=== design 1 ===
Design 1, the metal 2 layer:
(3 px per um)
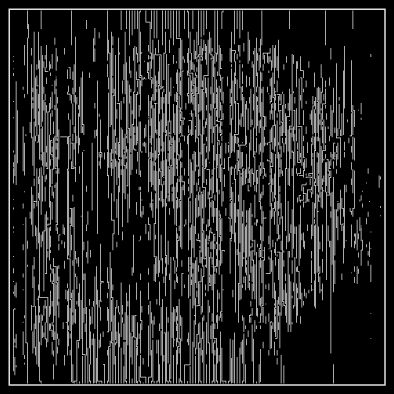

`config.mk`:
```
export PLATFORM = sky130hd
export DESIGN_NAME = dma_sram_arb
export DESIGN_NICKNAME = d
export VERILOG_FILES = /design/src/rtl/dma_sram_arb.sv
export SDC_FILE = /design/constraint.sdc
export NUM_CORES = 1
export LEC_CHECK = 0
export ABC_AREA = 1
export CAP_MARGIN = 5
export CORE_MARGIN = 4
export CORE_UTILIZATION = 45
export CTS_CLUSTER_SIZE = 24
export DETAILED_ROUTE_END_ITERATION = 12
export PLACE_DENSITY = 0.85
export RECOVER_POWER = 50
export SYNTH_ARGS = -nofsm -noshare
export SYNTH_HDL_FRONTEND = slang
export SYNTH_SLANG_ARGS = --single-unit
```
`constraint.sdc`:
```
create_clock -name clk -period 3.76 [get_ports clk]
set_input_delay 1.128 -clock clk [delete_from_list [all_inputs] [get_ports clk]]
set_output_delay 1.128 -clock clk [all_outputs]
set_load 0.02 [all_outputs]
```
`src/rtl/dma_sram_arb.sv`:
```
// dma_sram_arb: single-port SRAM arbiter with a block-copy DMA engine.
// The CPU port always wins; the DMA copies len words src->dst in the
// cycles the CPU leaves free (RD -> CAP -> WR per word).
// Optional build macro: DMA_STALL_CNT_EN adds a saturating stall counter
// on dma_stalls; without it dma_stalls is tied to 0.
module dma_sram_arb #(
  parameter int AW = 16,
  parameter int DW = 32
) (
  input  logic          clk,
  input  logic          reset,
  input  logic [AW-1:0] cpu_ADDR,
  input  logic [DW-1:0] cpu_DI,
  input  logic          cpu_EN,
  input  logic          cpu_WE,
  output logic [DW-1:0] cpu_DO,
  output logic [AW-1:0] sram_ADDR,
  output logic [DW-1:0] sram_DI,
  output logic          sram_EN,
  output logic          sram_WE,
  input  logic [DW-1:0] sram_DO,
  input  logic          dma_start,
  input  logic [AW-1:0] dma_src,
  input  logic [AW-1:0] dma_dst,
  input  logic [AW-1:0] dma_len,
  output logic          dma_busy,
  output logic          dma_done,
  output logic [15:0]   dma_stalls
);

  typedef enum logic [2:0] {S_IDLE, S_RD, S_CAP, S_WR, S_DONE} state_t;

  state_t        state_q, state_d;
  logic [AW-1:0] idx_q, idx_d;
  logic [AW-1:0] src_q, src_d;
  logic [AW-1:0] dst_q, dst_d;
  logic [AW-1:0] len_q, len_d;
  logic [DW-1:0] buf_q, buf_d;
  logic [AW-1:0] idx_nxt;

  // Read data returns straight from the SRAM; no extra latency for the CPU.
  assign cpu_DO  = sram_DO;
  assign idx_nxt = idx_q + AW'(1);

  assign dma_busy = (state_q == S_RD) || (state_q == S_CAP) || (state_q == S_WR);
  assign dma_done = (state_q == S_DONE);

  // State and copy-context registers.
  always_ff @(posedge clk) begin
    if (reset) begin
      state_q <= S_IDLE;
      idx_q   <= '0;
      src_q   <= '0;
      dst_q   <= '0;
      len_q   <= '0;
      buf_q   <= '0;
    end else begin
      state_q <= state_d;
      idx_q   <= idx_d;
      src_q   <= src_d;
      dst_q   <= dst_d;
      len_q   <= len_d;
      buf_q   <= buf_d;
    end
  end

  // Next-state logic and SRAM arbitration; a CPU request overrides the DMA
  // and freezes it in RD/WR for that cycle.
  always_comb begin
    state_d   = state_q;
    idx_d     = idx_q;
    src_d     = src_q;
    dst_d     = dst_q;
    len_d     = len_q;
    buf_d     = buf_q;
    sram_ADDR = '0;
    sram_DI   = '0;
    sram_EN   = 1'b0;
    sram_WE   = 1'b0;
    case (state_q)
      S_IDLE: begin
        if (dma_start) begin
          src_d   = dma_src;
          dst_d   = dma_dst;
          len_d   = dma_len;
          idx_d   = '0;
          state_d = (dma_len == '0) ? S_DONE : S_RD;
        end
      end
      S_RD: begin
        if (!cpu_EN) begin
          sram_EN   = 1'b1;
          sram_ADDR = src_q + idx_q;
          state_d   = S_CAP;
        end
      end
      S_CAP: begin
        // SRAM is free for the CPU this cycle; the DMA only captures data.
        buf_d   = sram_DO;
        state_d = S_WR;
      end
      S_WR: begin
        if (!cpu_EN) begin
          sram_EN   = 1'b1;
          sram_WE   = 1'b1;
          sram_ADDR = dst_q + idx_q;
          sram_DI   = buf_q;
          idx_d     = idx_nxt;
          state_d   = (idx_nxt == len_q) ? S_DONE : S_RD;
        end
      end
      S_DONE:  state_d = S_IDLE;
      default: state_d = S_IDLE;
    endcase
    if (cpu_EN) begin
      sram_ADDR = cpu_ADDR;
      sram_DI   = cpu_DI;
      sram_EN   = 1'b1;
      sram_WE   = cpu_WE;
    end
  end

`ifdef DMA_STALL_CNT_EN
  logic [15:0] stalls_q, stalls_d;

  // Stall counter: cycles the DMA wanted the SRAM but the CPU held it.
  always_comb begin
    stalls_d = stalls_q;
    if (state_q == S_IDLE && dma_start)
      stalls_d = '0;
    else if ((state_q == S_RD || state_q == S_WR) && cpu_EN && stalls_q != 16'hFFFF)
      stalls_d = stalls_q + 16'd1;
  end

  // Stall counter register.
  always_ff @(posedge clk) begin
    if (reset) stalls_q <= '0;
    else       stalls_q <= stalls_d;
  end

  assign dma_stalls = stalls_q;
`else
  assign dma_stalls = '0;
`endif

endmodule

```
=== design 2 ===
File: src/rtl/mem_stage.sv
// MEM stage of the 16-bit five-stage CPU: data-memory access over req/ack with a
// bounded WAIT, store-data forwarding from MEM/WB, and the MEM/WB pipeline register.
module mem_stage #(
    parameter int unsigned TIMEOUT = 15
) (
    input  logic        clk,
    input  logic        rst,
    input  logic        ex_mem_vld,
    input  logic [15:0] ex_mem_alu_res,
    input  logic [15:0] ex_mem_rt_data,
    input  logic [3:0]  ex_mem_rt,
    input  logic [3:0]  ex_mem_rd,
    input  logic        ex_mem_memrd,
    input  logic        ex_mem_memwr,
    input  logic        ex_mem_regwr,
    input  logic        ex_mem_hlt,
    output logic        dmem_req,
    output logic        dmem_we,
    output logic [15:0] dmem_addr,
    output logic [15:0] dmem_wdata,
    input  logic [15:0] dmem_rdata,
    input  logic        dmem_ack,
    output logic        mem_stall,
    output logic        mem_err,
    output logic        mem_wb_vld,
    output logic        mem_wb_regwr,
    output logic        mem_wb_hlt,
    output logic [3:0]  mem_wb_rd,
    output logic [15:0] mem_wb_data
);

    typedef enum logic {IDLE = 1'b0, WAIT = 1'b1} state_t;

    localparam logic [3:0] CNT_LAST = 4'(TIMEOUT - 1);

    state_t      state_q;
    logic [3:0]  cnt_q;
    logic        err_q;
    logic        rst_q;
    logic [15:0] addr_q;
    logic [15:0] wdata_q;
    logic        we_q;
    logic        wb_vld_q;
    logic        wb_regwr_q;
    logic        wb_hlt_q;
    logic [3:0]  wb_rd_q;
    logic [15:0] wb_data_q;

    logic        live;
    logic        vld_eff;
    logic        mem_op;
    logic        fwd;
    logic [15:0] wdata_d;
    logic        in_wait;
    logic        timeout_cycle;
    logic        is_load;
    logic [15:0] result_d;

    // Requests are suppressed in the reset cycle and the cycle right after it.
    assign live     = ~rst & ~rst_q;
    assign vld_eff  = ex_mem_vld & live;
    assign mem_op   = vld_eff & (ex_mem_memrd | ex_mem_memwr);
    assign is_load  = ex_mem_memrd & ~ex_mem_memwr;

    assign fwd      = ex_mem_memwr & wb_vld_q & wb_regwr_q
                    & (ex_mem_rt != 4'd0) & (wb_rd_q == ex_mem_rt);
    assign wdata_d  = fwd ? wb_data_q : ex_mem_rt_data;

    assign in_wait  = (state_q == WAIT) & ~rst;
    assign dmem_req = in_wait | ((state_q == IDLE) & mem_op);
    assign dmem_we    = in_wait ? we_q    : ex_mem_memwr;
    assign dmem_addr  = in_wait ? addr_q  : ex_mem_alu_res;
    assign dmem_wdata = in_wait ? wdata_q : wdata_d;

    assign timeout_cycle = in_wait & ~dmem_ack & (cnt_q == CNT_LAST);
    assign mem_stall     = dmem_req & ~dmem_ack & ~timeout_cycle;

    assign result_d = timeout_cycle          ? 16'h0000   :
                      (dmem_req & is_load)   ? dmem_rdata :
                                               ex_mem_alu_res;

    assign mem_err      = err_q;
    assign mem_wb_vld   = wb_vld_q;
    assign mem_wb_regwr = wb_regwr_q;
    assign mem_wb_hlt   = wb_hlt_q;
    assign mem_wb_rd    = wb_rd_q;
    assign mem_wb_data  = wb_data_q;

    always_ff @(posedge clk) begin
        if (rst) begin
            state_q    <= IDLE;
            cnt_q      <= 4'd0;
            err_q      <= 1'b0;
            rst_q      <= 1'b1;
            addr_q     <= 16'h0000;
            wdata_q    <= 16'h0000;
            we_q       <= 1'b0;
            wb_vld_q   <= 1'b0;
            wb_regwr_q <= 1'b0;
            wb_hlt_q   <= 1'b0;
            wb_rd_q    <= 4'd0;
            wb_data_q  <= 16'h0000;
        end else begin
            rst_q <= 1'b0;

            // Bubbles keep rd/data so the forwarding source stays stable.
            if (mem_stall || !vld_eff) begin
                wb_vld_q   <= 1'b0;
                wb_regwr_q <= 1'b0;
                wb_hlt_q   <= 1'b0;
            end else begin
                wb_vld_q   <= 1'b1;
                wb_regwr_q <= ex_mem_regwr & ~ex_mem_memwr;
                wb_hlt_q   <= ex_mem_hlt;
                wb_rd_q    <= ex_mem_rd;
                wb_data_q  <= result_d;
            end

            case (state_q)
                IDLE: begin
                    if (mem_op && !dmem_ack) begin
                        state_q <= WAIT;
                        cnt_q   <= 4'd0;
                        addr_q  <= ex_mem_alu_res;
                        we_q    <= ex_mem_memwr;
                        wdata_q <= wdata_d;
                    end
                end
                WAIT: begin
                    if (dmem_ack) begin
                        state_q <= IDLE;
                    end else if (timeout_cycle) begin
                        state_q <= IDLE;
                        err_q   <= 1'b1;
                    end else begin
                        cnt_q <= cnt_q + 4'd1;
                    end
                end
                default: state_q <= IDLE;
            endcase
        end
    end

endmodule

File: config.mk
export PLATFORM = sky130hd
export DESIGN_NAME = mem_stage
export DESIGN_NICKNAME = d
export VERILOG_FILES = /design/src/rtl/mem_stage.sv
export SDC_FILE = /design/constraint.sdc
export NUM_CORES = 1
export LEC_CHECK = 0
export CORE_MARGIN = 2
export CORE_UTILIZATION = 33
export CTS_CLUSTER_SIZE = 30
export DETAILED_ROUTE_END_ITERATION = 12
export PLACE_DENSITY_LB_ADDON = 0.15
export SLEW_MARGIN = 20
export SYNTH_ARGS = -nofsm -noshare
export SYNTH_HDL_FRONTEND = slang
export SYNTH_SLANG_ARGS = --single-unit
File: constraint.sdc
create_clock -name clk -period 3.5 [get_ports clk]
set_input_delay 0.525 -clock clk [delete_from_list [all_inputs] [get_ports clk]]
set_output_delay 0.525 -clock clk [all_outputs]
set_load 0.03 [all_outputs]
=== design 3 ===
### src/rtl/ls192_drv_pkg.sv
// Shared definitions for the 74LS192 pulse driver:
// op-codes, FSM state encoding and BCD step helpers.
package ls192_drv_pkg;

  localparam logic [1:0] OP_UP    = 2'b00;
  localparam logic [1:0] OP_DOWN  = 2'b01;
  localparam logic [1:0] OP_LOAD  = 2'b10;
  localparam logic [1:0] OP_CLEAR = 2'b11;

  localparam logic [3:0] BCD_MAX = 4'd9;

  typedef enum logic [1:0] {
    S_IDLE,
    S_ACTIVE,
    S_GAP,
    S_DONE
  } state_t;

  // Non-BCD values fold to 0 going up, 9 going down.
  function automatic logic [3:0] bcd_up(input logic [3:0] v);
    return (v >= BCD_MAX) ? 4'd0 : v + 4'd1;
  endfunction

  function automatic logic [3:0] bcd_dn(input logic [3:0] v);
    if (v == 4'd0 || v > BCD_MAX) return BCD_MAX;
    return v - 4'd1;
  endfunction

endpackage

### src/rtl/ls192_pulse_timer.sv
// Loadable down-counter timing pulse and gap phases.
// Ports: load/value preset the count; expire flags the last cycle.
module ls192_pulse_timer #(
  parameter int W = 1
) (
  input  logic         clk,
  input  logic         rst_n,
  input  logic         load,
  input  logic [W-1:0] value,
  output logic         expire
);

  logic [W-1:0] cnt;

  always_ff @(posedge clk or negedge rst_n) begin
    if (!rst_n) begin
      cnt <= '0;
    end else if (load) begin
      cnt <= value;
    end else if (cnt != '0) begin
      cnt <= cnt - 1'b1;
    end
  end

  assign expire = (cnt == '0);

endmodule

### src/rtl/ls192_pulse_driver.sv
// Command-driven pin sequencer for a 74LS192 BCD counter.
// Ports: cmd_* handshake in; cpu/cpd/pl_n/mr/p pins, shadow/wrap out.
module ls192_pulse_driver
  import ls192_drv_pkg::*;
#(
  parameter int PULSE_LOW = 2,
  parameter int PULSE_GAP = 2,
  parameter int STEP_W    = 8
) (
  input  logic              clk,
  input  logic              rst_n,
  input  logic              cmd_valid,
  output logic              cmd_ready,
  input  logic [1:0]        cmd_op,
  input  logic [STEP_W-1:0] cmd_steps,
  input  logic [3:0]        cmd_data,
  output logic              busy,
  output logic              done,
  output logic              cpu,
  output logic              cpd,
  output logic              pl_n,
  output logic              mr,
  output logic [3:0]        p,
  output logic [3:0]        shadow,
  output logic              wrap_up,
  output logic              wrap_dn
);

  localparam int MAXC =
    (PULSE_LOW > PULSE_GAP) ? PULSE_LOW : PULSE_GAP;
  localparam int TW = (MAXC > 1) ? $clog2(MAXC) : 1;
  localparam logic [TW-1:0] LOW_V = TW'(PULSE_LOW - 1);
  localparam logic [TW-1:0] GAP_V = TW'(PULSE_GAP - 1);

  state_t            state, state_d;
  logic [1:0]        op_q, op_d;
  logic [STEP_W-1:0] steps_q, steps_d;
  logic              cpu_d, cpd_d, pl_d, mr_d;
  logic [3:0]        p_d, sh_d;
  logic              wu_d, wd_d;
  logic              tmr_load, tmr_exp;
  logic [TW-1:0]     tmr_val;

  ls192_pulse_timer #(.W(TW)) u_timer (
    .clk    (clk),
    .rst_n  (rst_n),
    .load   (tmr_load),
    .value  (tmr_val),
    .expire (tmr_exp)
  );

  always_comb begin
    state_d  = state;
    op_d     = op_q;
    steps_d  = steps_q;
    cpu_d    = cpu;
    cpd_d    = cpd;
    pl_d     = pl_n;
    mr_d     = mr;
    p_d      = p;
    sh_d     = shadow;
    wu_d     = 1'b0;
    wd_d     = 1'b0;
    tmr_load = 1'b0;
    tmr_val  = LOW_V;
    unique case (state)
      S_IDLE: begin
        if (cmd_valid) begin
          op_d     = cmd_op;
          steps_d  = '0;
          tmr_load = 1'b1;
          state_d  = S_ACTIVE;
          unique case (1'b1)
            (cmd_op == OP_UP),
            (cmd_op == OP_DOWN): begin
              if (cmd_steps == '0) begin
                state_d = S_DONE;
              end else begin
                steps_d = cmd_steps;
                if (cmd_op == OP_UP) cpu_d = 1'b0;
                else                 cpd_d = 1'b0;
              end
            end
            (cmd_op == OP_LOAD): begin
              pl_d = 1'b0;
              p_d  = cmd_data;
              sh_d = cmd_data;
            end
            default: begin
              mr_d = 1'b1;
              sh_d = 4'd0;
            end
          endcase
        end
      end
      S_ACTIVE: begin
        if (tmr_exp) begin
          state_d  = S_GAP;
          tmr_load = 1'b1;
          tmr_val  = GAP_V;
          cpu_d    = 1'b1;
          cpd_d    = 1'b1;
          pl_d     = 1'b1;
          mr_d     = 1'b0;
          // Pin release is the counter's count edge.
          if (op_q == OP_UP) begin
            sh_d    = bcd_up(shadow);
            wu_d    = (shadow == BCD_MAX);
            steps_d = steps_q - 1'b1;
          end else if (op_q == OP_DOWN) begin
            sh_d    = bcd_dn(shadow);
            wd_d    = (shadow == 4'd0);
            steps_d = steps_q - 1'b1;
          end
        end
      end
      S_GAP: begin
        if (tmr_exp) begin
          if (steps_q != '0) begin
            state_d  = S_ACTIVE;
            tmr_load = 1'b1;
            if (op_q == OP_UP) cpu_d = 1'b0;
            else               cpd_d = 1'b0;
          end else begin
            state_d = S_DONE;
          end
        end
      end
      default: state_d = S_IDLE;
    endcase
  end

  always_ff @(posedge clk or negedge rst_n) begin
    if (!rst_n) begin
      state   <= S_IDLE;
      op_q    <= OP_UP;
      steps_q <= '0;
      cpu     <= 1'b1;
      cpd     <= 1'b1;
      pl_n    <= 1'b1;
      mr      <= 1'b0;
      p       <= 4'd0;
      shadow  <= 4'd0;
      wrap_up <= 1'b0;
      wrap_dn <= 1'b0;
    end else begin
      state   <= state_d;
      op_q    <= op_d;
      steps_q <= steps_d;
      cpu     <= cpu_d;
      cpd     <= cpd_d;
      pl_n    <= pl_d;
      mr      <= mr_d;
      p       <= p_d;
      shadow  <= sh_d;
      wrap_up <= wu_d;
      wrap_dn <= wd_d;
    end
  end

  assign cmd_ready = (state == S_IDLE);
  assign busy      = (state == S_ACTIVE) || (state == S_GAP);
  assign done      = (state == S_DONE);

endmodule
### config.mk
export PLATFORM = sky130hd
export DESIGN_NAME = ls192_pulse_driver
export DESIGN_NICKNAME = d
export VERILOG_FILES = /design/src/rtl/ls192_drv_pkg.sv /design/src/rtl/ls192_pulse_timer.sv /design/src/rtl/ls192_pulse_driver.sv
export SDC_FILE = /design/constraint.sdc
export NUM_CORES = 1
export LEC_CHECK = 0
export ABC_CLOCK_PERIOD_IN_PS = 3130
export CELL_PAD_IN_SITES_DETAIL_PLACEMENT = 0
export CELL_PAD_IN_SITES_GLOBAL_PLACEMENT = 1
export CORE_MARGIN = 2
export CORE_UTILIZATION = 51
export CTS_BUF_LIST = sky130_fd_sc_hd__clkbuf_16
export DETAILED_ROUTE_END_ITERATION = 8
export DONT_BUFFER_PORTS = 1
export GPL_TIMING_DRIVEN = 0
export PLACE_DENSITY = 0.85
export SYNTH_ARGS = -nofsm -noshare
export SYNTH_HDL_FRONTEND = slang
export SYNTH_SLANG_ARGS = --single-unit
### constraint.sdc
create_clock -name clk -period 3.13 [get_ports clk]
set_clock_uncertainty 0.05 [all_clocks]
set_input_delay 0.313 -clock clk [delete_from_list [all_inputs] [get_ports clk]]
set_output_delay 0.313 -clock clk [all_outputs]
set_load 0.01 [all_outputs]
Design 3, the metal 2 layer:
(6 px per um)
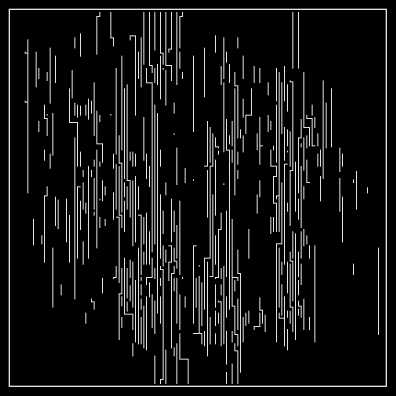
nets with wire on the layer: 171
longest straight run: 33.3 um
share of all routed wire: 47%
wire length on this layer: 1940 um
main direction: vertical

==> Slide: Implementation Results, design 3 <==
Flow Results at a Glance

Routing
  • DRT iter0 DRCs: 142
  • DR top layer: met4
  • Routed wl met3: 216 um

Yosys
  • Count leader, synth: dfrtp_1
  • Async set-or-reset flop fraction in the synthesized netlist: 1.000
  • Yosys adder share: 0.05714
  • Syn Nets: 208
  • XOR-XNOR Cells, Area Fraction: 0.005000
  • Warnings from Yosys: 0

Timing
  • Hold_ws: 146.6 ps
  • Setup TNS: 0 ps
  • Fin. Hold Viols: 0

Floorplan
  • Fp util: 0.5291
  • # IOs: 34

Clock tree
  • Latency at later pin: 260 ps
  • Reg clk slew, reported paths: 70 ps
  • CTS Hold Buffers Added: 2

Global routing
  • Total gr overflow: 0

Outcome
  • Status: completed
-- design 3: worst max-delay path, stage by stage, from the launching register on --
cell,delay (ps)
dfrtp_1,420
inv_1,100
ha_1,310
mux2i_1,210
nor3_1,670
o31ai_1,160
a22o_1,210
-- design 3: path summary, 6_finish.rpt --
check | to | slack [ps] | depth (start not counted)
max | shadow[2]$_DFFE_PN0P_ | 900 | 6
min | op_q[0]$_DFFE_PN0P_ | 150 | 1
max reg2reg | shadow[2]$_DFFE_PN0P_ | 900 | 6
min reg2reg | state[0]$_DFFE_PN0P_ | 500 | 2
max in group asynchronous | pl_n$_DFFE_PN1P_ | 2350 | 2
min in group asynchronous | wrap_up$_DFF_PN0_ | 450 | 2
-- design 3: power breakdown --
part,switching (W),total (W),internal (W),leakage (nW)
clock network,0.000127,0.000300,0.000173,0.0409
registers,0.000223,0.000745,0.000522,0.328
logic,0.000596,0.00110,0.000499,0.463
total,0.000946,0.00214,0.00119,0.832
-- design 3: sequential cells by signal (all words and copies together), names as in the netlist --
signal       flops
cpu              1
steps_q          8
shadow           4
pl_n             1
wrap_up          1
cpd              1
op_q             2
mr               1
u_timer.cnt      1
p                4
wrap_dn          1
state            2
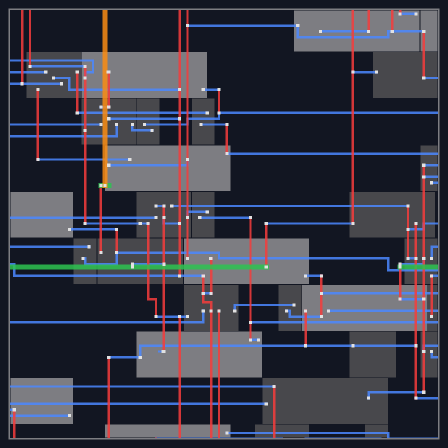
Design 2: close-up of the layout
Window x 40 to 65, y 40 to 65 um. Cells in gray, sequential cells in the stronger gray; small squares are vias.
[blue] metal 1
[red] metal 2
[green] metal 3
[orange] metal 4
most frequent: dfxtp_1 (8), inv_1 (5), o32ai_1 (4)
cells with their middle in the window: 23
sequential cells in the window: 8
netlist names of flops here include: mem_wb_data (5), wdata_q (2)

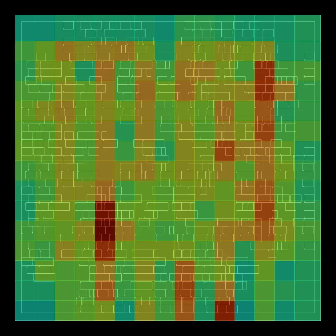
Design 2: routing congestion
routing usage on met1: 0.2617
Finished Core Util: 0.4909
Wirelength per Cell: 16.10 um
met3 Use GR: 0.04205

==> Slide: Implementation Results, design 2 <==
Flow Results at a Glance

Routing
  • Routed wl met3: 619 um
  • DRT iter0 DRCs: 139
  • Drt first pass iters: 4

Floorplan
  • CORE AREA: 10180 um^2

Timing
  • Clk_skew: 10.09 ps

Hold path
  • Hold endpoint: addr_q[2]$_SDFFE_PP0P_

Outcome
  • Status: completed

Global routing
  • Busiest grt layer: met2

Yosys
  • Basic Gates by Area: 0.1984
  • Async set-or-reset flop fraction in the synthesized netlist: 0
  • Yosys stat chip area: 3406 um^2
  • Post-synthesis compound-gate area fraction: 0.2241
  • Area leader, netlist: dfxtp_1

Power
  • Combinational power share: 0.218
  • P_leak: 1.947 nW

Placed design
  • Placement Setup Slack: 123.8 ps

Clock tree
  • Clock sinks: 63

Worst setup path
  • Worst Path Buf+Inv: 4
design 2: final cells by class:
| type | count | share of cell area |
|---|---|---|
| Clock inverter | 6 | 0.01702 |
| Multi-Input combinational cell | 254 | 0.3844 |
| Sequential cell | 63 | 0.2523 |
| Clock buffer | 10 | 0.02553 |
| Tap cell | 136 | 0.03403 |
| Inverter | 18 | 0.01351 |
| Timing Repair Buffer | 132 | 0.2733 |
design 2: power by group through the flow:
stage                     registers [W]  logic [W]  clock network (W)
final                          0.000769   0.000407           0.000691
after global routing           0.000773   0.000433           0.000742
after CTS                      0.000768   0.000408           0.000712
after detailed placement       0.000784   0.000407                  0
after global placement         0.000784   0.000406                  0
after floorplan                0.000804   0.000182                  0
design 2: what timing repair did:
item | CTS | global route
setup endpoints to repair | 0 | 1
gates resized | 0 | 1
endpoints found under the hold margin | 0 | 0
hold buffers | 0 | 0
design 2: layout by cell type, fill, tap and decap left out, types with 9 or more instances in the layout:
cell type	count
nor2_1	22
o211ai_2	16
o21ai_1	14
a31oi_1	16
o32ai_1	16
clkdlybuf4s50_1	119
inv_1	18
nand3_1	37
a22o_1	17
mux2i_1	16
dfxtp_1	63
mux2_2	20
nand3b_1	16
nand4_1	16
clkbuf_8	9
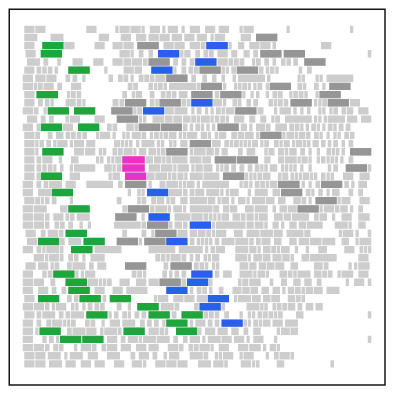
Design 1: sequential cells grouped by signal name
(3 px per um)
[blue] src_q | flops: 16
[green] buf_q | flops: 32
[magenta] state_q | flops: 3

Notes on 'the metal 2 layer' of design 1 above:
longest straight run: 67.5 um
main direction: vertical

==> Slide: Implementation Results, design 1 <==
Flow Results at a Glance

Cells and area
  • Comb gates: 648
  • Flop share of the area: 0.2127
  • Layout cells sized above 1: 0.1776
  • Filler cells: 1094
  • Clock buffer cells: 10
  • FFs & Latches: 99

Timing
  • Period utilization: 1.042
  • Setup ws final: -157.2 ps
  • Final setup vio count: 10
  • Slew of the pin with the lowest slew margin: 879.8 ps

Yosys
  • Count leader, synth: nand2_1
  • XOR-XNOR Cells, Area Fraction: 0.01428
  • Yosys adder share: 0.04202

Floorplan
  • Fp util: 0.4614

Clock tree
  • Root Driver: clkbuf_16
  • H-tree depth: 3
  • CTS tree: yes

Worst setup path
  • R2R cell count: 9

Outcome
  • Failing checks: negative setup slack
  • Status: complete, but fails checks

Routing
  • Drt drc: 0

Global routing
  • Total gr overflow: 0
==> design 1: critical path, cell delays in order (launching register included) <==
cell	delay, ps
dfxtp_2	330
inv_2	70
nand2_4	70
nor2_4	140
buf_4	160
buf_16	110
nand2_1	50
o21ai_0	110
ha_1	330
a21oi_2	220
o21ai_2	110
a21boi_2	200
inv_1	100
a21oi_2	150
o21ai_2	80
nand2_1	90
buf_6	120
==> design 1: cells in the final DEF (no fill, tap or decap), types with 11 or more instances in the layout <==
cell,n
nand2_2,12
inv_1,100
clkdlybuf4s50_1,172
nand3_1,62
nand2_1,193
a21oi_1,103
nor2_2,14
buf_4,78
buf_6,11
nor2_1,29
conb_1,16
o21ai_2,18
ha_1,16
o21ai_1,11
o21ai_0,106
inv_2,11
dfxtp_1,97
dlymetal6s2s_1,25
==> design 1: stage by stage <==
step	std cells	hold slack, ps
CTS	1343	449.6
finish	1353	449.6
detailed placement	1312	437.4
global route	1353	475.5
floorplan	950	424.5
global placement	1312	433.8
==> design 1: sequential cells by signal, summed over array words and instances, names as in the netlist <==
signal and count:
src_q 16, dst_q 16, len_q 16, state_q 3
buf_q 32, idx_q 16

## Gallery

Drive-strength map.
(a)
(4 px per um)
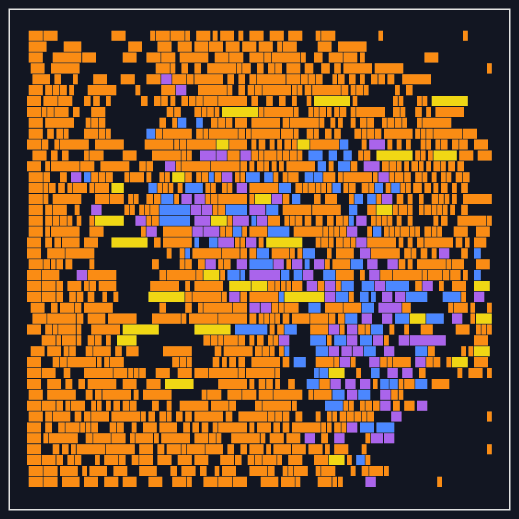
(b)
(8 px per um)
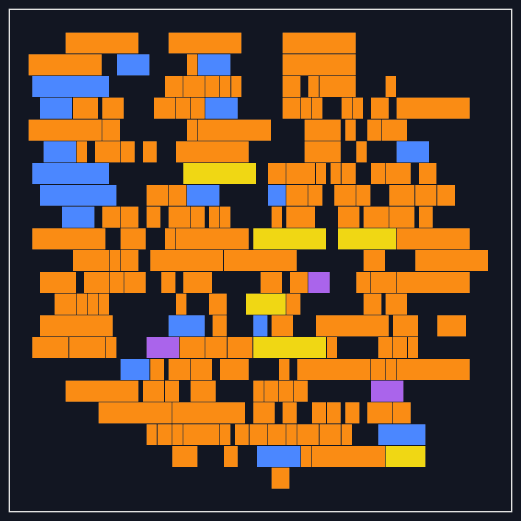
(c)
(4 px per um)
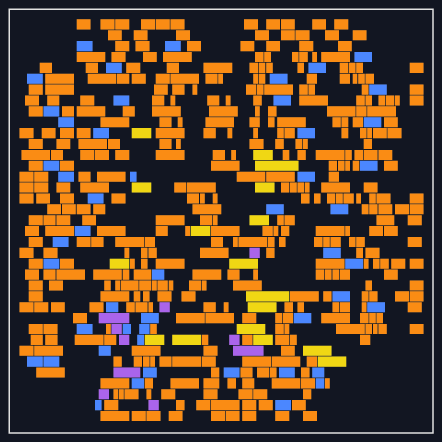
| from | picture |
|---|---|
| design 2 | (c) |
| design 3 | (b) |
| design 1 | (a) |
Of these, fewest cells: (b)


=== design 4 ===
## config.mk

```make
export PLATFORM = sky130hd
export DESIGN_NAME = rgb_pwm_driver_flat
export DESIGN_NICKNAME = d
export VERILOG_FILES = /design/src/rtl/led_pkg.sv /design/src/rtl/rgb_pwm_driver_if.sv /design/src/rtl/pwm_channel.sv /design/src/rtl/rgb_pwm_driver.sv /design/src/flat_wrapper.sv
export SDC_FILE = /design/constraint.sdc
export NUM_CORES = 1
export LEC_CHECK = 0
export ABC_AREA = 1
export CAP_MARGIN = 20
export CORE_MARGIN = 2
export CORE_UTILIZATION = 24
export DETAILED_ROUTE_END_ITERATION = 10
export SLEW_MARGIN = 20
export SYNTH_ARGS = -nofsm -noshare
export SYNTH_HDL_FRONTEND = slang
export SYNTH_SLANG_ARGS = --single-unit
export TNS_END_PERCENT = 30
```

## constraint.sdc

```tcl
create_clock -name clk -period 3.95 [get_ports clk]
set_clock_uncertainty 0.1 [all_clocks]
set_input_delay 0.79 -clock clk [delete_from_list [all_inputs] [get_ports clk]]
set_output_delay 0.79 -clock clk [all_outputs]
set_load 0.05 [all_outputs]
```

## src/rtl/led_pkg.sv

```systemverilog
// rtl/led_pkg.sv - shared types and constants for the RGB PWM driver
package led_pkg;

  localparam int unsigned DUTY_W_DEFAULT = 8;

  localparam int unsigned R_LSB = 16;
  localparam int unsigned G_LSB = 8;
  localparam int unsigned B_LSB = 0;

  typedef struct packed {
    logic [DUTY_W_DEFAULT-1:0] r;
    logic [DUTY_W_DEFAULT-1:0] g;
    logic [DUTY_W_DEFAULT-1:0] b;
  } rgb_t;

endpackage

```

## src/rtl/rgb_pwm_driver_if.sv

```systemverilog
// rtl/rgb_pwm_driver_if.sv - colour strobe bus from the colour-select mux
interface rgb_pwm_driver_if import led_pkg::*; ();

  rgb_t colour;
  logic colour_valid;

  modport master (output colour, output colour_valid);
  modport slave  (input  colour, input  colour_valid);

endinterface

```

## src/rtl/pwm_channel.sv

```systemverilog
// rtl/pwm_channel.sv - one colour channel: shadow duty, comparator, output flop
module pwm_channel
  import led_pkg::*;
#(
  parameter int unsigned DUTY_W = DUTY_W_DEFAULT
) (
  input  logic              clk,
  input  logic              rst,
  input  logic              enable,
  input  logic              load,
  input  logic [DUTY_W-1:0] duty_in,
  input  logic [DUTY_W-1:0] step,
  output logic              led
);

  logic [DUTY_W-1:0] duty_q, duty_d;
  logic              led_q, led_d;

  always_comb begin
    duty_d = duty_q;
    if (load) duty_d = duty_in;
    led_d = enable && (step < duty_q);
  end

  always_ff @(posedge clk or posedge rst) begin
    if (rst) begin
      duty_q <= '0;
      led_q  <= 1'b0;
    end else begin
      duty_q <= duty_d;
      led_q  <= led_d;
    end
  end

  assign led = led_q;

endmodule

```

## src/rtl/rgb_pwm_driver.sv

```systemverilog
// rtl/rgb_pwm_driver.sv - 24-bit colour to three glitch-free PWM LED drives
module rgb_pwm_driver
  import led_pkg::*;
#(
  parameter int unsigned PRESCALE = 4,
  parameter int unsigned DUTY_W   = DUTY_W_DEFAULT
) (
  input  logic                   clk,
  input  logic                   rst,
  input  logic                   enable,
  rgb_pwm_driver_if.slave        cin,
  output logic                   led_r,
  output logic                   led_g,
  output logic                   led_b,
  output logic                   period_start
);

  localparam logic [7:0] PRE_LAST = 8'(PRESCALE - 1);

  logic              live_q;
  logic [7:0]        presc_q, presc_d;
  logic [DUTY_W-1:0] step_q, step_d;
  logic              started_q, started_d;
  rgb_t              pending_q, pending_d;
  logic              pend_flag_q, pend_flag_d;
  logic              period_start_q;

  logic run, tick, boundary, load;
  rgb_t duty_src;

  // live_q holds the counters parked on the first edge after reset release
  always_comb begin
    run      = enable && live_q;
    tick     = run && (presc_q == PRE_LAST);
    boundary = tick && (!started_q || (step_q == '1));
    load     = boundary && (pend_flag_q || cin.colour_valid);
    duty_src = cin.colour_valid ? cin.colour : pending_q;

    presc_d = presc_q + 8'd1;
    if (!run || tick) presc_d = '0;

    step_d = step_q;
    if (!run || boundary) step_d = '0;
    else if (tick)        step_d = step_q + 1'b1;

    started_d   = run && (started_q || tick);
    pending_d   = cin.colour_valid ? cin.colour : pending_q;
    pend_flag_d = cin.colour_valid ? !boundary : (pend_flag_q && !boundary);
  end

  always_ff @(posedge clk or posedge rst) begin
    if (rst) begin
      live_q         <= 1'b0;
      presc_q        <= '0;
      step_q         <= '0;
      started_q      <= 1'b0;
      pending_q      <= '0;
      pend_flag_q    <= 1'b0;
      period_start_q <= 1'b0;
    end else begin
      live_q         <= 1'b1;
      presc_q        <= presc_d;
      step_q         <= step_d;
      started_q      <= started_d;
      pending_q      <= pending_d;
      pend_flag_q    <= pend_flag_d;
      period_start_q <= boundary;
    end
  end

  assign period_start = period_start_q;

  pwm_channel #(.DUTY_W(DUTY_W)) u_ch_r (
    .clk(clk), .rst(rst), .enable(run), .load(load),
    .duty_in(duty_src[R_LSB +: DUTY_W]), .step(step_q), .led(led_r)
  );

  pwm_channel #(.DUTY_W(DUTY_W)) u_ch_g (
    .clk(clk), .rst(rst), .enable(run), .load(load),
    .duty_in(duty_src[G_LSB +: DUTY_W]), .step(step_q), .led(led_g)
  );

  pwm_channel #(.DUTY_W(DUTY_W)) u_ch_b (
    .clk(clk), .rst(rst), .enable(run), .load(load),
    .duty_in(duty_src[B_LSB +: DUTY_W]), .step(step_q), .led(led_b)
  );

endmodule

```

## src/flat_wrapper.sv

```systemverilog
// flat-port wrapper written by rule: the top's interface ports become plain ports
module rgb_pwm_driver_flat import led_pkg::*;
#(
  parameter int unsigned PRESCALE = 4,
  parameter int unsigned DUTY_W   = DUTY_W_DEFAULT
)
  (clk, rst, enable, led_r, led_g, led_b, period_start, cin_colour, cin_colour_valid);
  rgb_pwm_driver_if cin_i ();
  input  logic clk;
  input  logic rst;
  input  logic enable;
  output logic led_r;
  output logic led_g;
  output logic led_b;
  output logic period_start;
  input wire logic [$bits(cin_i.colour)-1:0] cin_colour;
  input wire logic [$bits(cin_i.colour_valid)-1:0] cin_colour_valid;
  assign cin_i.colour = cin_colour;
  assign cin_i.colour_valid = cin_colour_valid;
  rgb_pwm_driver #(.PRESCALE(PRESCALE), .DUTY_W(DUTY_W)) u_core (.clk(clk), .rst(rst), .enable(enable), .cin(cin_i), .led_r(led_r), .led_g(led_g), .led_b(led_b), .period_start(period_start));
endmodule
```

=== design 5 ===
## src/rtl/board_row_server.sv

```systemverilog
// Row-fetch responder: reads one board row from synchronous RAM into a shadow buffer and
// commits it to Row in a single edge. Optional full-row detection: ROW_SERVER_FULL_DETECT_EN.
module board_row_server #(
   parameter int BOARD_W = 10,
   parameter int BOARD_H = 20,
   parameter int CELL_W  = 16
) (
   input  logic                             Clk,
   input  logic                             reset,
   input  logic                             LD_Row,
   input  logic [7:0]                       rowNum,
   output logic [7:0]                       mem_addr,
   output logic                             mem_rd,
   input  logic [CELL_W-1:0]                mem_data,
   output logic [BOARD_W-1:0][CELL_W-1:0]   Row,
   output logic                             rowReady,
   output logic                             busy,
   output logic                             rowFull
);
   // state  | meaning
   // IDLE   | waiting for a row request
   // READ   | issuing one RAM read per cycle, col 0..BOARD_W-1
   // DRAIN  | capturing the last cell still in flight
   // COMMIT | shadow -> Row, rowReady pulse on exit edge
   typedef enum logic [1:0] {IDLE, READ, DRAIN, COMMIT} state_t;

   localparam int            IW       = (BOARD_W > 1) ? $clog2(BOARD_W) : 1;
   localparam logic [IW-1:0] LAST_COL = IW'(BOARD_W - 1);
   localparam logic [7:0]    W8       = 8'(BOARD_W);
   localparam logic [7:0]    H8       = 8'(BOARD_H);

   state_t                           state;
   logic [7:0]                       cur_row;
   logic [IW-1:0]                    col;
   logic                             pend_vld;
   logic [7:0]                       pend_row;
   logic                             cap_vld;
   logic [IW-1:0]                    cap_idx;
   logic [BOARD_W-1:0][CELL_W-1:0]   shadow;
   logic                             take_vld;
   logic [7:0]                       take_row;

   // Shift-add row*BOARD_W; only evaluated when a request is accepted.
   function automatic logic [7:0] row_base(input logic [7:0] r);
      logic [7:0] acc;
      acc = '0;
      for (int i = 0; i < 8; i++)
         if (W8[i]) acc = acc + (r << i);
      return acc;
   endfunction

`ifdef ROW_SERVER_FULL_DETECT_EN
   function automatic logic all_lit(input logic [BOARD_W-1:0][CELL_W-1:0] c);
      logic ok;
      ok = 1'b1;
      for (int i = 0; i < BOARD_W; i++)
         if (c[i][11:0] == 12'd0) ok = 1'b0;
      return ok;
   endfunction
`else
   assign rowFull = 1'b0;
`endif

   // A request on LD_Row in COMMIT wins over the stored pending one.
   always_comb begin
      take_vld = LD_Row | pend_vld;
      take_row = LD_Row ? rowNum : pend_row;
   end

   assign busy = (state != IDLE);

   always_ff @(posedge Clk) begin
      if (reset) begin
         state    <= IDLE;
         cur_row  <= '0;
         col      <= '0;
         pend_vld <= 1'b0;
         pend_row <= '0;
         cap_vld  <= 1'b0;
         cap_idx  <= '0;
         shadow   <= '0;
         Row      <= '0;
         rowReady <= 1'b0;
         mem_rd   <= 1'b0;
         mem_addr <= '0;
`ifdef ROW_SERVER_FULL_DETECT_EN
         rowFull  <= 1'b0;
`endif
      end else begin
         cap_vld  <= mem_rd;
         cap_idx  <= col;
         if (cap_vld) shadow[cap_idx] <= mem_data;
         rowReady <= 1'b0;

         case (state)
            IDLE, COMMIT: begin
               if (state == COMMIT) begin
                  Row      <= shadow;
                  rowReady <= 1'b1;
`ifdef ROW_SERVER_FULL_DETECT_EN
                  rowFull  <= all_lit(shadow);
`endif
               end
               pend_vld <= 1'b0;
               if (!take_vld) begin
                  state <= IDLE;
               end else if (take_row < H8) begin
                  state    <= READ;
                  cur_row  <= take_row;
                  col      <= '0;
                  mem_rd   <= 1'b1;
                  mem_addr <= row_base(take_row);
               end else begin
                  // Out-of-range row: commit zeros without touching RAM.
                  shadow <= '0;
                  state  <= COMMIT;
               end
            end
            READ: begin
               if (LD_Row && rowNum != cur_row) begin
                  pend_vld <= 1'b1;
                  pend_row <= rowNum;
               end
               if (col == LAST_COL) begin
                  state    <= DRAIN;
                  mem_rd   <= 1'b0;
                  mem_addr <= '0;
               end else begin
                  col      <= col + 1'b1;
                  mem_addr <= mem_addr + 8'd1;
               end
            end
            DRAIN: begin
               if (LD_Row && rowNum != cur_row) begin
                  pend_vld <= 1'b1;
                  pend_row <= rowNum;
               end
               state <= COMMIT;
            end
            default: state <= IDLE;
         endcase
      end
   end
endmodule
```

## config.mk

```make
export PLATFORM = sky130hd
export DESIGN_NAME = board_row_server
export DESIGN_NICKNAME = d
export VERILOG_FILES = /design/src/rtl/board_row_server.sv
export SDC_FILE = /design/constraint.sdc
export NUM_CORES = 1
export LEC_CHECK = 0
export CAP_MARGIN = 20
export CORE_MARGIN = 10
export CORE_UTILIZATION = 49
export DETAILED_ROUTE_END_ITERATION = 8
export PLACE_DENSITY = 0.77
export SLEW_MARGIN = 25
export SYNTH_ARGS = -nofsm -noshare
export SYNTH_HDL_FRONTEND = slang
export SYNTH_SLANG_ARGS = --single-unit
```

## constraint.sdc

```tcl
create_clock -name Clk -period 2.42 [get_ports Clk]
set_clock_uncertainty 0.2 [all_clocks]
set_input_delay 0.242 -clock Clk [delete_from_list [all_inputs] [get_ports Clk]]
set_output_delay 0.242 -clock Clk [all_outputs]
set_load 0.01 [all_outputs]
```

Design 4, close-up of the layout:
Window x 51 to 76, y 51 to 76 um. Cells in gray, sequential cells in the stronger gray; small squares are vias.
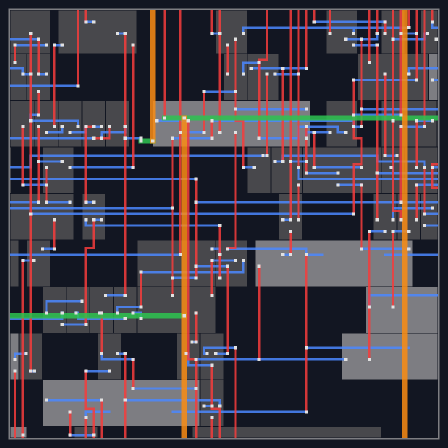
[green] metal 3
[red] metal 2
[blue] metal 1
[orange] metal 4
cells with their middle in the window: 47
sequential cells in the window: 4
netlist names of flops here include: u_core.step_q (3), u_core.u_ch_b.duty_q (1)
most frequent: nand2_1 (14), inv_1 (9)

==> Slide: Implementation Results, design 4 <==
Flow Results at a Glance

Yosys
  • Yosys stat chip area: 3681 um^2
  • Ys cells: 445
  • Top_reg_cell synth: dfrtp_1
  • Syn Nets: 496
  • Synth Seq Share: 0.4827
  • Synth top cells by count: 179 x nand2_1, 71 x dfrtp_1, 45 x inv_1
  • Ys flops: 71
  • Post-Syn Area per Cell: 8.272 um^2

Hold path
  • HP Class: register to register
  • Hold endpoint: u_core.presc_q[0]$_DFF_PP0_

Worst setup path
  • Crit path to: u_core.u_ch_b.duty_q[1]$_DFFE_PP0P_
  • Most frequent cell on the critical path: nand2_1
  • Worst R2R Setup Slack: 1810 ps
  • Critical path depth: 6
  • Worst path slowest cell: clkdlybuf4s50_1
  • Worst Path Buf+Inv: 2
  • R2R cell count: 8
  • Critical Path Start Type: primary input

Clock tree
  • CTS resizes: 0
  • Reg clk slew, reported paths: 60 ps
  • Latency at later pin: 340 ps
  • CTS Hold Buffers Added: 0

Global routing
  • Met2 Use GR: 0.1834
  • Initial antenna violation count: 0
  • Routing usage on met1: 0.1284
  • First-pass GRT wire length: 14050 um
  • Tot GR Track Use: 0.1067

Timing
  • Max-slew violation count: 0
  • Final setup vio count: 0
  • Setup TNS: 0 ps

Power
  • P_leak: 2.263 nW
  • Power per cell area: 399.5 nW/um^2

Routing
  • Met2 Wirelength: 3873 um
  • Routed wl met3: 298 um

Cells and area
  • Clk tree area frac: 0.06716
  • Fin nets: 525
  • Comb gate area: 1607 um^2
  • Area Overhead vs Synth: 20.46%
  • Comb gates: 310
  • Clock buffer cells: 10

Floorplan
  • Chip Area: 16340 um^2
  • Die Y: 127.8 um
  • Die width: 127.8 um

Outcome
  • Status: completed
design 4: power by group:
part	switching (W)	internal [W]
Sequential	0.0000166	0.000770
Combinational	0.000108	0.0000681
Clock	0.000316	0.000493
Total	0.000441	0.00133
design 4: stage by stage:
stage,utilization,worst slack (ps)
floorplan,-,1263
global placement,0.2740,1267
detailed placement,0.2740,1176
CTS,0.2938,1518
global route,0.2939,1395
finish,0.2939,1559
design 4: sequential cells by signal, summed over array words and instances (netlist names):
| name | count |
|---|---|
| u_core.presc_q | 8 |
| u_core.u_ch_g.duty_q | 8 |
| u_core.started_q | 1 |
| u_core.period_start | 1 |
| u_core.u_ch_b.led | 1 |
| u_core.pending_q | 24 |
| u_core.u_ch_r.led | 1 |
| u_core.live_q | 1 |
| u_core.u_ch_b.duty_q | 8 |
| u_core.u_ch_r.duty_q | 8 |
| u_core.pend_flag_q | 1 |
| u_core.u_ch_g.led | 1 |
| u_core.step_q | 8 |
design 4: kinds of logic after synthesis:
| family | synth area share |
|---|---|
| compound gates | 0.02447 |
| xor+xnor | 0.01190 |
| flops | 0.4827 |
| fa+ha+maj | 0.07818 |
| buf+inv | 0.08090 |
| simple gates | 0.3209 |
| other cells | 0.001019 |
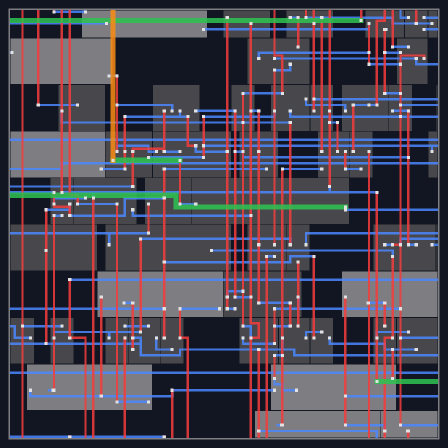
Design 5: close-up of the layout
Window x 80 to 105, y 80 to 105 um. Cells in gray, sequential cells in the stronger gray; small squares are vias.
[orange] metal 4
[red] metal 2
[blue] metal 1
[green] metal 3
netlist names of flops here include: shadow (4), cap_idx (2)
sequential cells in the window: 8
most frequent: dfxtp_1 (8), nand2_1 (8), buf_4 (5)
cells with their middle in the window: 46

==> Slide: Implementation Results, design 5 <==
Flow Results at a Glance

Yosys
  • Post-Syn Area per Cell: 9.327 um^2
  • Async set-or-reset flop fraction in the synthesized netlist: 0
  • Area leader, netlist: dfxtp_1
  • Ys flops: 358
  • EDFF count, synth: 0
  • Dominant cell area share: 0.5427
  • Count leader, synth: dfxtp_1
  • Post-synthesis compound-gate area fraction: 0.06604
  • Yosys stat chip area: 13210 um^2
  • Top logic family: multiplexers

Routing
  • Via count: 10280
  • DRT iter0 DRCs: 862
  • Total wire length: 36100 um

Clock tree
  • CTS tree: yes
  • CTS buffer count: 37
  • Post-CTS Setup Inserts: 0
  • H-tree depth: 2

Floorplan
  • Fp util: 0.4941
  • CORE AREA: 26730 um^2

Worst setup path
  • Most frequent cell on the critical path: inv_1
  • Crit path from: state[0]$_SDFFE_PP0P_
  • Setup Crit Path Kind: register to primary output
  • CP Capture Type: primary output
  • Max incr delay on CP: 540 ps
  • Capturing point of the worst reg2reg path: mem_addr[7]$_SDFFE_PP0P_
  • CP Cell Sequence: inv_1 > ha_1 > inv_1 > clkdlybuf4s50_1
  • Worst path slowest cell: clkdlybuf4s50_1

Power
  • Total power: 0.01385 W
  • Sw frac: 0.2651
  • Clk pwr share: 0.394
  • Pwr top: registers
  • P_leak: 5.905 nW

Cells and area
  • Layout cells sized above 1: 0.07435
  • Largest regs: Row x160, shadow x160
  • Finished Cell Area: 16820 um^2
  • Most frequent cells in the layout: 358 x dfxtp_1, 242 x nand2_1, 237 x nor2_1

Outcome
  • Status: completed

Global routing
  • Total gr overflow: 0
  • First-pass GRT wire length: 55810 um
  • Initial antenna violation count: 2

Timing
  • Slew headroom: 0.4600
  • Max-slew violation count: 0
design 5: per-stage QoR:
step           hold slack (ps)  TNS (ps)    util  cells
2_1_floorplan            189.1         0       -   1416
3_5_place_dp             246.1    -14140  0.5851   1893
6_report                 78.18         0  0.6295   1955
5_1_grt                  106.1         0  0.6295   1955
4_1_cts                  254.7         0  0.6288   1955
3_3_place_gp             241.2    -11180  0.5851   1893
design 5: final cells by class:
type                    count  area (um^2)
inverters                  12        45.04
clock inverters             7        66.31
well taps                 341        426.7
clock buffers              54         1092
flip-flops and latches    358         7167
fillers                  2232         9902
multi-input cells         938         5588
repair buffers            245         2439
design 5: timing repair:
action                                  CTS  global route
endpoints found under the hold margin    31             0
gates resized                             0             4
hold buffers                              1             0
endpoints found under the setup margin    0             1
design 5: layer usage:
layer / vias to the layer above / track usage / routed length (um)
met5: - / 0 / 27
met4: 4 / 0.06293 / 706
met3: 53 / 0.05552 / 2769
met2: 291 / 0.3381 / 17090
met1: 4909 / 0.2582 / 15510
li1: 5019 / - / -
design 5: tightest hold or removal path: stages:
cell,delay [ps]
dlymetal6s2s_1,190
mux2i_1,200
a211oi_1,100


==> gallery <==
The metal 2 layer.
image #1
(3 px per um)
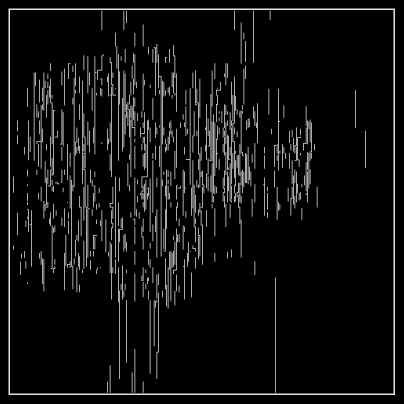
image #2
(2 px per um)
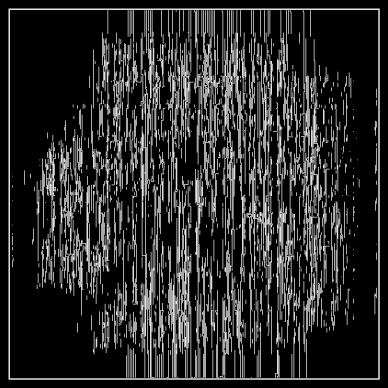
image #3
(4 px per um)
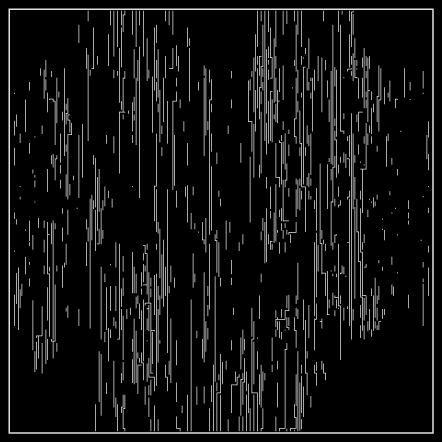
Of these, largest die: image #2
Of these, smallest die: image #3
image #1 -> design 4
image #2 -> design 5
image #3 -> design 2

Key to image #1:
wire length on this layer: 3870 um
share of all routed wire: 49%
nets with wire on the layer: 392
main direction: vertical

Power and IR drop assume default switching activity.
